=== block 1 ===
===== src/rtl/load_writeback_unit_pkg.sv =====
// Shared RISC-V load definitions: widths, load funct3 codes, FSM states, captured-load struct.
package riscv_pkg;
  localparam int XLEN   = 32;
  localparam int REG_AW = 5;

  localparam logic [2:0] F3_LB  = 3'b000;
  localparam logic [2:0] F3_LH  = 3'b001;
  localparam logic [2:0] F3_LW  = 3'b010;
  localparam logic [2:0] F3_LBU = 3'b100;
  localparam logic [2:0] F3_LHU = 3'b101;

  typedef enum logic [1:0] {
    ST_IDLE = 2'd0,
    ST_REQ  = 2'd1,
    ST_WAIT = 2'd2,
    ST_WB   = 2'd3
  } lwu_state_e;

  typedef struct packed {
    logic [REG_AW-1:0] rd;
    logic [2:0]        f3;
    logic [1:0]        off;
  } ld_req_t;

  function automatic logic f3_valid(input logic [2:0] f3);
    return (f3 == F3_LB) || (f3 == F3_LH) || (f3 == F3_LW) ||
           (f3 == F3_LBU) || (f3 == F3_LHU);
  endfunction
endpackage


===== src/rtl/load_writeback_unit_if.sv =====
// Data-memory read port: req/gnt address phase, rvalid/rdata response phase.
interface load_writeback_unit_if;
  import riscv_pkg::*;
  logic            mem_req;
  logic [XLEN-1:0] mem_addr;
  logic            mem_gnt;
  logic            mem_rvalid;
  logic [XLEN-1:0] mem_rdata;

  modport master (output mem_req, mem_addr, input mem_gnt, mem_rvalid, mem_rdata);
  modport slave  (input mem_req, mem_addr, output mem_gnt, mem_rvalid, mem_rdata);
endinterface


===== src/rtl/load_writeback_unit_align.sv =====
// Byte/half lane select and sign/zero extension of a returned load word.
// LOAD_MISALIGN_TRAP_EN: flag unaligned LH/LHU/LW instead of silently ignoring low bits.
module load_align
  import riscv_pkg::*;
(
  input  logic [2:0]      funct3,
  input  logic [1:0]      addr_lo,
  input  logic [XLEN-1:0] rdata,
  output logic [XLEN-1:0] wdata,
  output logic            misaligned
);
  logic [7:0]  b;
  logic [15:0] h;

  always_comb begin
    b = rdata[7:0];
    unique case (addr_lo)
      2'd0: b = rdata[7:0];
      2'd1: b = rdata[15:8];
      2'd2: b = rdata[23:16];
      2'd3: b = rdata[31:24];
    endcase
    h = addr_lo[1] ? rdata[31:16] : rdata[15:0];
    wdata = rdata;
    unique case (funct3)
      F3_LB:   wdata = {{24{b[7]}}, b};
      F3_LBU:  wdata = {24'h0, b};
      F3_LH:   wdata = {{16{h[15]}}, h};
      F3_LHU:  wdata = {16'h0, h};
      default: wdata = rdata;
    endcase
  end

`ifdef LOAD_MISALIGN_TRAP_EN
  assign misaligned = (((funct3 == F3_LH) || (funct3 == F3_LHU)) && addr_lo[0]) ||
                      ((funct3 == F3_LW) && (addr_lo != 2'b00));
`else
  logic unused_lo;
  assign unused_lo  = addr_lo[0];
  assign misaligned = 1'b0;
`endif
endmodule


===== src/rtl/load_writeback_unit.sv =====
// Load FSM: issues one word read, aligns the response and writes the register file.
// LOAD_MISALIGN_TRAP_EN (see load_align) turns unaligned loads into no-access completions.
module load_writeback_unit
  import riscv_pkg::*;
(
  input  logic                     clk,
  input  logic                     rst_n,
  input  logic                     start,
  input  logic [31:0]              inst,
  input  logic [XLEN-1:0]          addr,
  output logic                     busy,
  output logic                     done,
  output logic                     misalign,
  load_writeback_unit_if.master    mem,
  output logic                     rf_we,
  output logic [REG_AW-1:0]        rf_waddr,
  output logic [XLEN-1:0]          rf_wdata
);
  lwu_state_e      state;
  ld_req_t         cur;
  logic [2:0]      f3_sel;
  logic [1:0]      off_sel;
  logic [XLEN-1:0] al_data;
  logic            al_mis;
  logic            unused_inst;

  assign unused_inst = ^{inst[31:15], inst[6:0]};

  // One aligner serves both the issue-time misalign test and the response path.
  assign f3_sel  = (state == ST_IDLE) ? inst[14:12] : cur.f3;
  assign off_sel = (state == ST_IDLE) ? addr[1:0]   : cur.off;

  load_align u_align (
    .funct3     (f3_sel),
    .addr_lo    (off_sel),
    .rdata      (mem.mem_rdata),
    .wdata      (al_data),
    .misaligned (al_mis)
  );

  always_ff @(posedge clk or negedge rst_n) begin
    if (!rst_n) begin
      state        <= ST_IDLE;
      cur          <= '0;
      busy         <= 1'b0;
      done         <= 1'b0;
      misalign     <= 1'b0;
      mem.mem_req  <= 1'b0;
      mem.mem_addr <= '0;
      rf_we        <= 1'b0;
      rf_waddr     <= '0;
      rf_wdata     <= '0;
    end else begin
      done     <= 1'b0;
      misalign <= 1'b0;
      rf_we    <= 1'b0;
      unique case (state)
        ST_IDLE: if (start) begin
          cur.rd   <= inst[11:7];
          cur.f3   <= inst[14:12];
          cur.off  <= addr[1:0];
          rf_waddr <= inst[11:7];
          busy     <= 1'b1;
          if (!f3_valid(inst[14:12]) || al_mis) begin
            state    <= ST_WB;
            done     <= 1'b1;
            misalign <= al_mis;
          end else begin
            state        <= ST_REQ;
            mem.mem_req  <= 1'b1;
            mem.mem_addr <= {addr[XLEN-1:2], 2'b00};
          end
        end
        ST_REQ: if (mem.mem_gnt) begin
          mem.mem_req <= 1'b0;
          state       <= ST_WAIT;
        end
        ST_WAIT: if (mem.mem_rvalid) begin
          state    <= ST_WB;
          done     <= 1'b1;
          rf_we    <= (cur.rd != '0);
          rf_wdata <= al_data;
        end
        ST_WB: begin
          state <= ST_IDLE;
          busy  <= 1'b0;
        end
      endcase
    end
  end
endmodule


===== src/flat_wrapper.sv =====
// flat-port wrapper written by rule: the top's interface ports become plain ports
module load_writeback_unit_flat import riscv_pkg::*;
  (clk, rst_n, start, inst, addr, busy, done, misalign, rf_we, rf_waddr, rf_wdata, mem_mem_req, mem_mem_addr, mem_mem_gnt, mem_mem_rvalid, mem_mem_rdata);
  load_writeback_unit_if mem_i ();
  input  logic clk;
  input  logic rst_n;
  input  logic start;
  input  logic [31:0] inst;
  input  logic [XLEN-1:0] addr;
  output logic busy;
  output logic done;
  output logic misalign;
  output logic rf_we;
  output logic [REG_AW-1:0] rf_waddr;
  output logic [XLEN-1:0] rf_wdata;
  output wire logic [$bits(mem_i.mem_req)-1:0] mem_mem_req;
  output wire logic [$bits(mem_i.mem_addr)-1:0] mem_mem_addr;
  input wire logic [$bits(mem_i.mem_gnt)-1:0] mem_mem_gnt;
  input wire logic [$bits(mem_i.mem_rvalid)-1:0] mem_mem_rvalid;
  input wire logic [$bits(mem_i.mem_rdata)-1:0] mem_mem_rdata;
  assign mem_mem_req = mem_i.mem_req;
  assign mem_mem_addr = mem_i.mem_addr;
  assign mem_i.mem_gnt = mem_mem_gnt;
  assign mem_i.mem_rvalid = mem_mem_rvalid;
  assign mem_i.mem_rdata = mem_mem_rdata;
  load_writeback_unit u_core (.clk(clk), .rst_n(rst_n), .start(start), .inst(inst), .addr(addr), .busy(busy), .done(done), .misalign(misalign), .mem(mem_i), .rf_we(rf_we), .rf_waddr(rf_waddr), .rf_wdata(rf_wdata));
endmodule

===== config.mk =====
export PLATFORM = sky130hd
export DESIGN_NAME = load_writeback_unit_flat
export DESIGN_NICKNAME = d
export VERILOG_FILES = /design/src/rtl/load_writeback_unit_pkg.sv /design/src/rtl/load_writeback_unit_if.sv /design/src/rtl/load_writeback_unit_align.sv /design/src/rtl/load_writeback_unit.sv /design/src/flat_wrapper.sv
export SDC_FILE = /design/constraint.sdc
export NUM_CORES = 1
export LEC_CHECK = 0
export ABC_AREA = 1
export CAP_MARGIN = 25
export CORE_AREA = 2 2 90 114
export CTS_BUF_LIST = sky130_fd_sc_hd__clkbuf_8
export DETAILED_ROUTE_END_ITERATION = 10
export DIE_AREA = 0 0 92 116
export PLACE_DENSITY = 0.81
export REMOVE_ABC_BUFFERS = 1
export SKIP_CTS_REPAIR_TIMING = 1
export SYNTH_ARGS = -nofsm -noshare
export SYNTH_HDL_FRONTEND = slang
export SYNTH_HIERARCHICAL = 1
export SYNTH_SLANG_ARGS = --single-unit

===== constraint.sdc =====
create_clock -name clk -period 3.4 [get_ports clk]
set_input_delay 1.02 -clock clk [delete_from_list [all_inputs] [get_ports clk]]
set_output_delay 1.02 -clock clk [all_outputs]
set_load 0.005 [all_outputs]

=== block 2 ===
--- config.mk ---
export PLATFORM = sky130hd
export DESIGN_NAME = q_8_28_restoring_div
export DESIGN_NICKNAME = d
export VERILOG_FILES = /design/src/rtl/q_8_28_restoring_div.sv
export SDC_FILE = /design/constraint.sdc
export NUM_CORES = 1
export LEC_CHECK = 0
export ABC_AREA = 1
export CORE_ASPECT_RATIO = 0.75
export CORE_MARGIN = 3
export CORE_UTILIZATION = 55
export CTS_BUF_LIST = sky130_fd_sc_hd__clkbuf_8
export CTS_CLUSTER_DIAMETER = 50
export DETAILED_ROUTE_END_ITERATION = 12
export GPL_ROUTABILITY_DRIVEN = 1
export HOLD_SLACK_MARGIN = 0.06
export PLACE_DENSITY_LB_ADDON = 0.2
export SLEW_MARGIN = 10
export SYNTH_ARGS = -nofsm -noshare
export SYNTH_HDL_FRONTEND = slang
export SYNTH_SLANG_ARGS = --single-unit
--- constraint.sdc ---
create_clock -name clk -period 2.1 [get_ports clk]
set_clock_uncertainty 0.15 [all_clocks]
set_input_delay 0.42 -clock clk [delete_from_list [all_inputs] [get_ports clk]]
set_output_delay 0.42 -clock clk [all_outputs]
set_load 0.03 [all_outputs]
--- src/rtl/q_8_28_restoring_div.sv ---
// Unsigned restoring divider: one quotient bit per SHIFT/SUB cycle pair, one-hot controller.
// Latency: 2*dp_width cycles from the accepting edge to rdy; divide-by-zero resolves in 0 cycles.
// Backpressure: start is only honoured while rdy=1; requests while busy are dropped, not queued.
module q_8_28_restoring_div #(
    parameter int dp_width = 8,
    parameter int bc_size  = $clog2(dp_width + 1)
) (
    input  logic                clk,
    input  logic                rst_b,
    input  logic                start,
    input  logic [dp_width-1:0] dividend,
    input  logic [dp_width-1:0] divisor,
    output logic [dp_width-1:0] quotient,
    output logic [dp_width-1:0] remainder,
    output logic                rdy,
    output logic                div_by_zero
);

    // One flip-flop per state: bit 0 = G0 IDLE, bit 1 = G1 SHIFT, bit 2 = G2 SUB.
    typedef enum logic [2:0] {
        ST_IDLE  = 3'b001,
        ST_SHIFT = 3'b010,
        ST_SUB   = 3'b100
    } state_t;

    state_t r_state;
    state_t w_state_nxt;

    // Datapath registers. A carries one guard bit so the trial subtract
    // can see a shifted partial remainder of up to 2*B-1.
    logic [dp_width:0]   r_a;
    logic [dp_width-1:0] r_q;
    logic [dp_width-1:0] r_b;
    logic [bc_size-1:0]  r_p;
    logic                r_dz;

    // Combinational helpers for the datapath.
    logic                w_accept;
    logic                w_div_zero_req;
    logic [dp_width:0]   w_a_sh;
    logic [dp_width-1:0] w_q_sh;
    logic [dp_width:0]   w_b_ext;
    logic                w_a_ge_b;
    logic [dp_width:0]   w_a_diff;
    logic [bc_size-1:0]  w_p_dec;
    logic                w_p_zero;

    assign w_accept       = (r_state == ST_IDLE) && start;
    assign w_div_zero_req = (divisor == '0);

    // Left shift of the {A,Q} pair; A's guard bit is always 0 when a shift
    // starts (the previous SUB left A < B), so dropping it loses nothing.
    assign {w_a_sh, w_q_sh} = {r_a[dp_width-1:0], r_q, 1'b0};

    // Unsigned trial subtract on dp_width+1 bits; only committed when A >= B.
    assign w_b_ext  = {1'b0, r_b};
    assign w_a_ge_b = (r_a >= w_b_ext);
    assign w_a_diff = r_a - w_b_ext;

    assign w_p_dec  = r_p - {{(bc_size-1){1'b0}}, 1'b1};
    assign w_p_zero = (r_p == '0);

    // State register: asynchronous abort back to IDLE.
    always_ff @(posedge clk or negedge rst_b) begin
        if (!rst_b) begin
            r_state <= ST_IDLE;
        end else begin
            r_state <= w_state_nxt;
        end
    end

    // Next-state logic; any non-one-hot encoding falls back to IDLE.
    always_comb begin
        w_state_nxt = r_state;
        case (r_state)
            ST_IDLE: begin
                if (start && !w_div_zero_req) begin
                    w_state_nxt = ST_SHIFT;
                end
            end
            ST_SHIFT: begin
                w_state_nxt = ST_SUB;
            end
            ST_SUB: begin
                // P was already decremented by the SHIFT of this pair, so
                // zero here means the last quotient bit has just been resolved.
                if (w_p_zero) begin
                    w_state_nxt = ST_IDLE;
                end else begin
                    w_state_nxt = ST_SHIFT;
                end
            end
            default: begin
                w_state_nxt = ST_IDLE;
            end
        endcase
    end

    // Datapath: load on accept, shift on SHIFT, conditional restore-free subtract on SUB.
    always_ff @(posedge clk or negedge rst_b) begin
        if (!rst_b) begin
            r_a  <= '0;
            r_q  <= '0;
            r_b  <= '0;
            r_p  <= bc_size'(dp_width);
            r_dz <= 1'b0;
        end else begin
            case (r_state)
                ST_IDLE: begin
                    if (w_accept) begin
                        if (w_div_zero_req) begin
                            // Resolved without iterating: all-ones quotient,
                            // dividend passed through as the remainder.
                            r_a  <= {1'b0, dividend};
                            r_q  <= '1;
                            r_dz <= 1'b1;
                        end else begin
                            r_a  <= '0;
                            r_q  <= dividend;
                            r_b  <= divisor;
                            r_p  <= bc_size'(dp_width);
                            r_dz <= 1'b0;
                        end
                    end
                end
                ST_SHIFT: begin
                    r_a <= w_a_sh;
                    r_q <= w_q_sh;
                    r_p <= w_p_dec;
                end
                ST_SUB: begin
                    if (w_a_ge_b) begin
                        r_a    <= w_a_diff;
                        r_q[0] <= 1'b1;
                    end
                end
                default: begin
                    r_a <= r_a;
                end
            endcase
        end
    end

    assign quotient    = r_q;
    assign remainder   = r_a[dp_width-1:0];
    assign rdy         = (r_state == ST_IDLE);
    assign div_by_zero = r_dz;

endmodule

=== block 3 ===
$ cat src/rtl/serial_operand_streamer.sv
`default_nettype none
// ============================================================================
// Module      : serial_operand_streamer
// Description : Accepts an operand pair over valid/ready and streams the pair
//               MSB-first on x/y. The comparator is cleared before each frame.
//               STREAMER_RESULT_CAPTURE_EN enables capture of comparator results.
// Revision    : 1.0 - initial release
// ============================================================================
module serial_operand_streamer #(
  parameter int WIDTH = 8
) (
  input  logic             clk,
  input  logic             reset,
  input  logic             in_valid,
  output logic             in_ready,
  input  logic [WIDTH-1:0] a,
  input  logic [WIDTH-1:0] b,
  output logic             cmp_reset,
  output logic             x,
  output logic             y,
  output logic             busy,
  output logic             done
`ifdef STREAMER_RESULT_CAPTURE_EN
  ,
  input  logic             cmp_gt,
  input  logic             cmp_lt,
  output logic             res_gt,
  output logic             res_lt,
  output logic             res_eq,
  output logic             res_valid
`endif
);

  localparam int C_CNT_W = (WIDTH > 1) ? $clog2(WIDTH) : 1;

  typedef enum logic [1:0] {
    S_IDLE  = 2'd0,
    S_CLR   = 2'd1,
    S_SHIFT = 2'd2,
    S_DONE  = 2'd3
  } state_t;

  state_t               r_state;
  state_t               w_state_nxt;
  logic [WIDTH-1:0]     r_sa;
  logic [WIDTH-1:0]     r_sb;
  logic [WIDTH-1:0]     w_sa_shl;
  logic [WIDTH-1:0]     w_sb_shl;
  logic [C_CNT_W-1:0]   r_cnt;
  logic                 r_x;
  logic                 r_y;
  logic                 w_accept;

  assign in_ready  = (r_state == S_IDLE) && !reset;
  assign w_accept  = in_ready && in_valid;
  assign busy      = (r_state != S_IDLE);
  assign done      = (r_state == S_DONE);
  assign cmp_reset = reset || (r_state == S_CLR);
  assign x         = r_x;
  assign y         = r_y;
  assign w_sa_shl  = r_sa << 1;
  assign w_sb_shl  = r_sb << 1;

  always_ff @(posedge clk) begin
    if (reset) begin
      r_state <= S_IDLE;
    end else begin
      r_state <= w_state_nxt;
    end
  end

  always_comb begin
    w_state_nxt = r_state;
    case (r_state)
      S_IDLE:  if (w_accept) w_state_nxt = S_CLR;
      S_CLR:   w_state_nxt = S_SHIFT;
      S_SHIFT: if (r_cnt == '0) w_state_nxt = S_DONE;
      S_DONE:  w_state_nxt = S_IDLE;
      default: w_state_nxt = S_IDLE;
    endcase
  end

  // x/y are registered one cycle ahead: the bit presented next is loaded here.
  always_ff @(posedge clk) begin
    if (reset) begin
      r_x   <= 1'b0;
      r_y   <= 1'b0;
      r_sa  <= '0;
      r_sb  <= '0;
      r_cnt <= '0;
    end else begin
      r_x <= 1'b0;
      r_y <= 1'b0;
      case (r_state)
        S_IDLE: begin
          if (w_accept) begin
            r_sa  <= a;
            r_sb  <= b;
            r_cnt <= C_CNT_W'(WIDTH - 1);
          end
        end
        S_CLR: begin
          r_x <= r_sa[WIDTH-1];
          r_y <= r_sb[WIDTH-1];
        end
        S_SHIFT: begin
          r_sa  <= w_sa_shl;
          r_sb  <= w_sb_shl;
          r_cnt <= r_cnt - C_CNT_W'(1);
          if (r_cnt != '0) begin
            r_x <= w_sa_shl[WIDTH-1];
            r_y <= w_sb_shl[WIDTH-1];
          end
        end
        default: begin
          r_x <= 1'b0;
          r_y <= 1'b0;
        end
      endcase
    end
  end

`ifdef STREAMER_RESULT_CAPTURE_EN
  always_ff @(posedge clk) begin
    if (reset) begin
      res_gt    <= 1'b0;
      res_lt    <= 1'b0;
      res_eq    <= 1'b0;
      res_valid <= 1'b0;
    end else if (w_accept) begin
      res_valid <= 1'b0;
    end else if (r_state == S_DONE) begin
      res_gt    <= cmp_gt;
      res_lt    <= cmp_lt;
      res_eq    <= ~cmp_gt & ~cmp_lt;
      res_valid <= 1'b1;
    end
  end
`endif

endmodule
`default_nettype wire

$ cat config.mk
export PLATFORM = sky130hd
export DESIGN_NAME = serial_operand_streamer
export DESIGN_NICKNAME = d
export VERILOG_FILES = /design/src/rtl/serial_operand_streamer.sv
export SDC_FILE = /design/constraint.sdc
export NUM_CORES = 1
export LEC_CHECK = 0
export CORE_ASPECT_RATIO = 0.8
export CORE_MARGIN = 10
export CORE_UTILIZATION = 25
export DETAILED_ROUTE_END_ITERATION = 16
export GPL_ROUTABILITY_DRIVEN = 0
export PLACE_DENSITY = 0.47
export SETUP_SLACK_MARGIN = 0.4
export SYNTH_ARGS = -nofsm -noshare
export SYNTH_HDL_FRONTEND = slang
export SYNTH_SLANG_ARGS = --single-unit
$ cat constraint.sdc
create_clock -name clk -period 3.36 [get_ports clk]
set_input_delay 0.504 -clock clk [delete_from_list [all_inputs] [get_ports clk]]
set_output_delay 0.504 -clock clk [all_outputs]
set_load 0.01 [all_outputs]
==> block_3/final_congestion.png <==
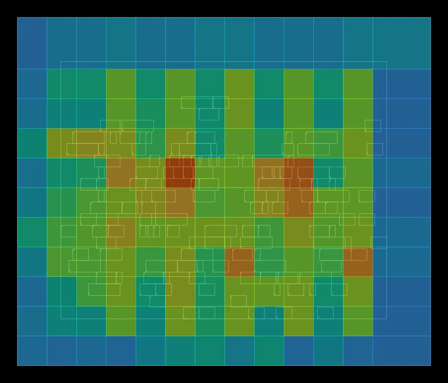
met1 usage: 8.07%
Avg WL per Cell: 12.6 µm
M2 GR Usage: 10.9%
met3 Use GR: 3.59%
Core Util, Final: 32.7%

==> impl_metrics.csv, block 3 <==
group,metric,value,unit
status,outcome,"finished, final reports clean",
logic_synthesis,synth.avg_cell_area,10.2,µm²
drt,drc,0,
drt,num_vias,873,
critical_path,startpoint,"reset",
layout,n_clock_buffer,4,
layout,stdcell_area,1490,µm²
logic_synthesis,fa_ha_area_share,7.53,%
timing,min_period,2370,ps
logic_synthesis,simple_gate_area_share,12.3,%
layout,comb_cells,78,
power_and_ir_drop,p_total,0.00105,W
timing,finalClockSkew,2.24,ps
power_and_ir_drop,powerClk,0.000172,W
layout,mostFrequentLayoutCells,"clkdlybuf4s50_1 (24), dfxtp_1 (23), nor2_1 (20)",
critical_path,slowest_delay,490,ps
floorplan,die_h,81.0,µm
timing,timing.fmax,422,MHz
logic_synthesis,synth_top_cell_by_count,"dfxtp_1",
place,placed_area,1440,µm²
logic_synthesis,yosys_most_used_dff,"dfxtp_1",
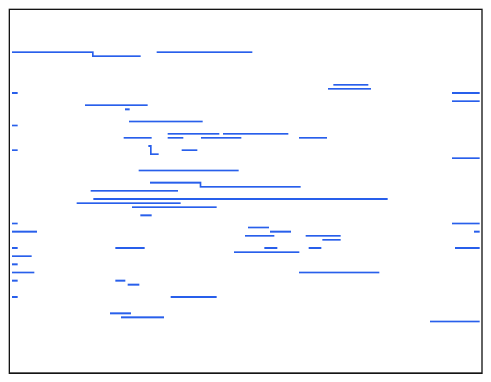
(block_2/met3.png)
Drawn at 6 px/µm.
The layer holds 6.7% of the routed length. 48 nets have wire on it. The layer carries 368 µm of wire. The longest straight run is 48.8 µm.
Total Wirelength: 5470 µm
via count: 2099

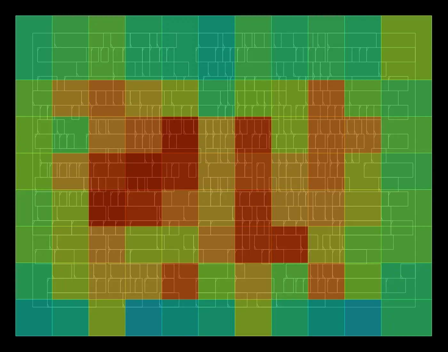
(block_2/final_congestion.png)
M2 GR Usage: 35.1%
met3 Use GR: 6.53%

==> impl_metrics.csv, block 2 <==
group,metric,value,unit
status,outcome,"finished, final reports clean",
grt,grt_pass1_wl,8630,µm
logic_synthesis,logic_family,"simple AND/OR/NAND/NOR gates",
layout,seq_area_share,30.0,%
power_and_ir_drop,p_per_area,1590,nW/µm²
power_and_ir_drop,swShare,47.7,%
timing,whs,337,ps
drt,wl_met2,2320,µm
timing,min_period,2040,ps
place,gp_congestion,0.884,
critical_path,endpoint_kind,"output pin",
place,place_inst,387,
power_and_ir_drop,total_leakage_power,1.39,nW
drt,drt-wirelength-per-cell,13.7,µm
power_and_ir_drop,powerClk,0.000507,W
critical_path,slowest_stage,"clkdlybuf4s50_1",
floorplan,die_area,4740,µm²
layout,clk_share,3.49,%
critical_path,worst-path-max-fanout,3,
floorplan,pin_count,37,
layout,stdcell_area,2760,µm²
logic_synthesis,yosys_area,2170,µm²
critical_path,critPathTopFamily,"buffers and inverters",
cts,cts.htree.levels,2,
layout,nets,375,
power_and_ir_drop,combPwrFrac,62.8,%
logic_synthesis,yosysTopAreaCellShare,35.7,%
logic_synthesis,edf_count,0,
critical_path,crit_chain,"buf_4 > clkdlybuf4s50_1",
logic_synthesis,aoi_share,11.8,%
grt,grt_pass1_vias,1858,
logic_synthesis,syn-cell-area,2170,µm²
timing,tightest_slew,437,ps
critical_path,reg2reg_from,"r_state[0]",
timing,slew_headroom,70.7,%
worst_hold_path,min_to,"r_p[1]",
drt,maxUsedRoutingLayer,"met4",
power_and_ir_drop,clockPowerShare,11.6,%
grt,grt_max_degree,34,
drt,drc,0,
timing,timing.fmax,489,MHz
timing,maxSlewViolCount,0,
drt,first_pass_iters,4,
power_and_ir_drop,comb_power,0.00275,W
cts,numCtsBuffers,5,
timing,setup_tns,0,ps
critical_path,setup.worst_path.end,"remainder[5]",
grt,overflow,0,
grt,grt.busiest_layer,"met2",
cts,cts_hold_buffers,0,
drt,via_per_inst,5.27,
layout,largest_reg_flops,9,
cts,clkTransAtPathRegs,70,ps
floorplan,fp_util,58.2,%
drt,ant_nets,0,
logic_synthesis,xor_share,1.21,%
logic_synthesis,async_flop_share,100,%
critical_path,cp.required,1530,ps
timing,timing.final.crit_share,97.4,%
timing,finalWorstSetupSlack,55.5,ps
logic_synthesis,synth_top_cell_by_count,"nand2_1",
power_and_ir_drop,power_leader,"combinational cells",
place,placed_area,2610,µm²
power_and_ir_drop,p_total,0.00438,W
layout,n_all_inverters,44,
drt,wl_met3,368,µm
logic_synthesis,mux_share,0.519,%
logic_synthesis,synth.distinct_cells,32,
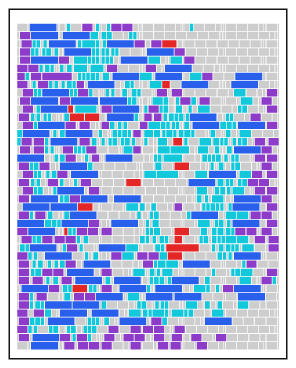
(block_1/cell_classes.png)
Drawn at 3 px/µm. Fill, decap, tap and diode cells in gray.
Red is clock drivers and dummy loads, cells 15. Cyan is all other logic, cells 372. Purple is other buffers and delay cells, cells 158. Blue is flops, cells 79.

==> impl_metrics.csv, block 1 <==
group,metric,value,unit
power_and_ir_drop,pg_seq,0.00161,W
floorplan,pin_count,175,
critical_path,cp.required,3630,ps
layout,ff_count,79,
layout,fill_cells,823,
critical_path,rrSetupSlack,710,ps
floorplan,die_h,116,µm
logic_synthesis,synth.distinct_cells,34,
critical_path,slowest_delay,430,ps
place,dp_slack,385,ps
grt,antenna_found_initial,0,
layout,reg.largest.list,"u_core/rf_wdata (32), u_core/mem.mem_addr (30), u_core/cur (10)",
power_and_ir_drop,p_per_area,901,nW/µm²
power_and_ir_drop,p_seq_share,30.3,%
timing,setup_tns,0,ps
layout,layout-drive-gt1-share,13.1,%
place,io_buffers,148,
drt,via_per_inst,5.08,
cts,clockRootBuffer,"clkbuf_8",
logic_synthesis,yosysTopAreaCellShare,46.6,%
critical_path,endpoint_kind,"register",
timing,finalClockSkew,8.37,ps
critical_path,r2r_end,"u_core/rf_wdata[13]",
layout,n_all_buffers,158,
logic_synthesis,largest_area_cell,"dfrtp_1",
layout,n_clock_buffer,9,
power_and_ir_drop,peakVddDrop,0.000481,V
status,outcome,"finished, final reports clean",
place,gp_congestion,0.868,
grt,grt_max_degree,80,
logic_synthesis,simple_gate_area_share,24.7,%
power_and_ir_drop,combPwrFrac,56.8,%
critical_path,cpMostUsedCell,"nand3_1",
layout,n_all_inverters,29,
logic_synthesis,logic_family,"simple AND/OR/NAND/NOR gates",
layout,top_register,"u_core/rf_wdata",
critical_path,setup.worst_path.end,"u_core/rf_wdata[13]",
critical_path,worst-path-max-fanout,24,
power_and_ir_drop,swShare,39.0,%
layout,comb_area,1870,µm²
layout,buf_share,26.8,%
logic_synthesis,synth_warnings,6,
grt,grt.busiest_layer,"met2",
power_and_ir_drop,clockPowerShare,12.9,%
layout,nets,725,
floorplan,core_area,9510,µm²
run,max_cap_viol_count,0,
logic_synthesis,synth.avg_cell_area,8.76,µm²
critical_path,crit_buf_inv,4,
layout,final_util,61.8,%
cts,clkTransAtPathRegs,80,ps
cts,clock_sinks,79,
logic_synthesis,synth_cells,484,


==> gallery <==
Selected gate families.
shot_01.png
Drawn at 3 px/µm.
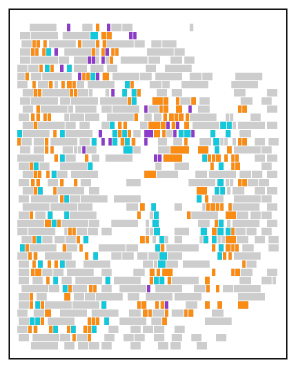
shot_02.png
Drawn at 4 px/µm.
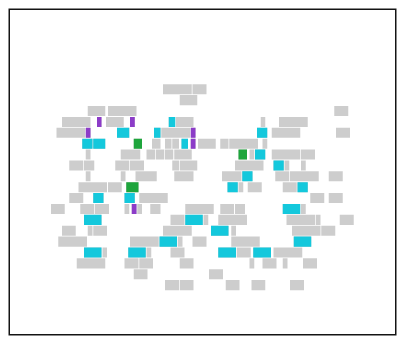
shot_03.png
Drawn at 4 px/µm.
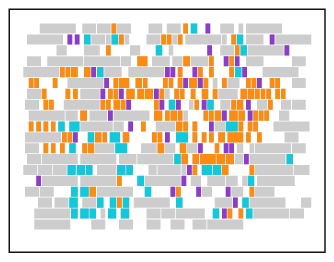
shot_03.png comes from block 2.
shot_01.png comes from block 1.
shot_02.png comes from block 3.

Key to shot_03.png:
Purple is inverters, cells 44, most used inv_1. Cyan is inverting AOI/OAI gates, cells 45, most used a21oi_1. Orange is NAND gates, cells 131, most used nand2_1.

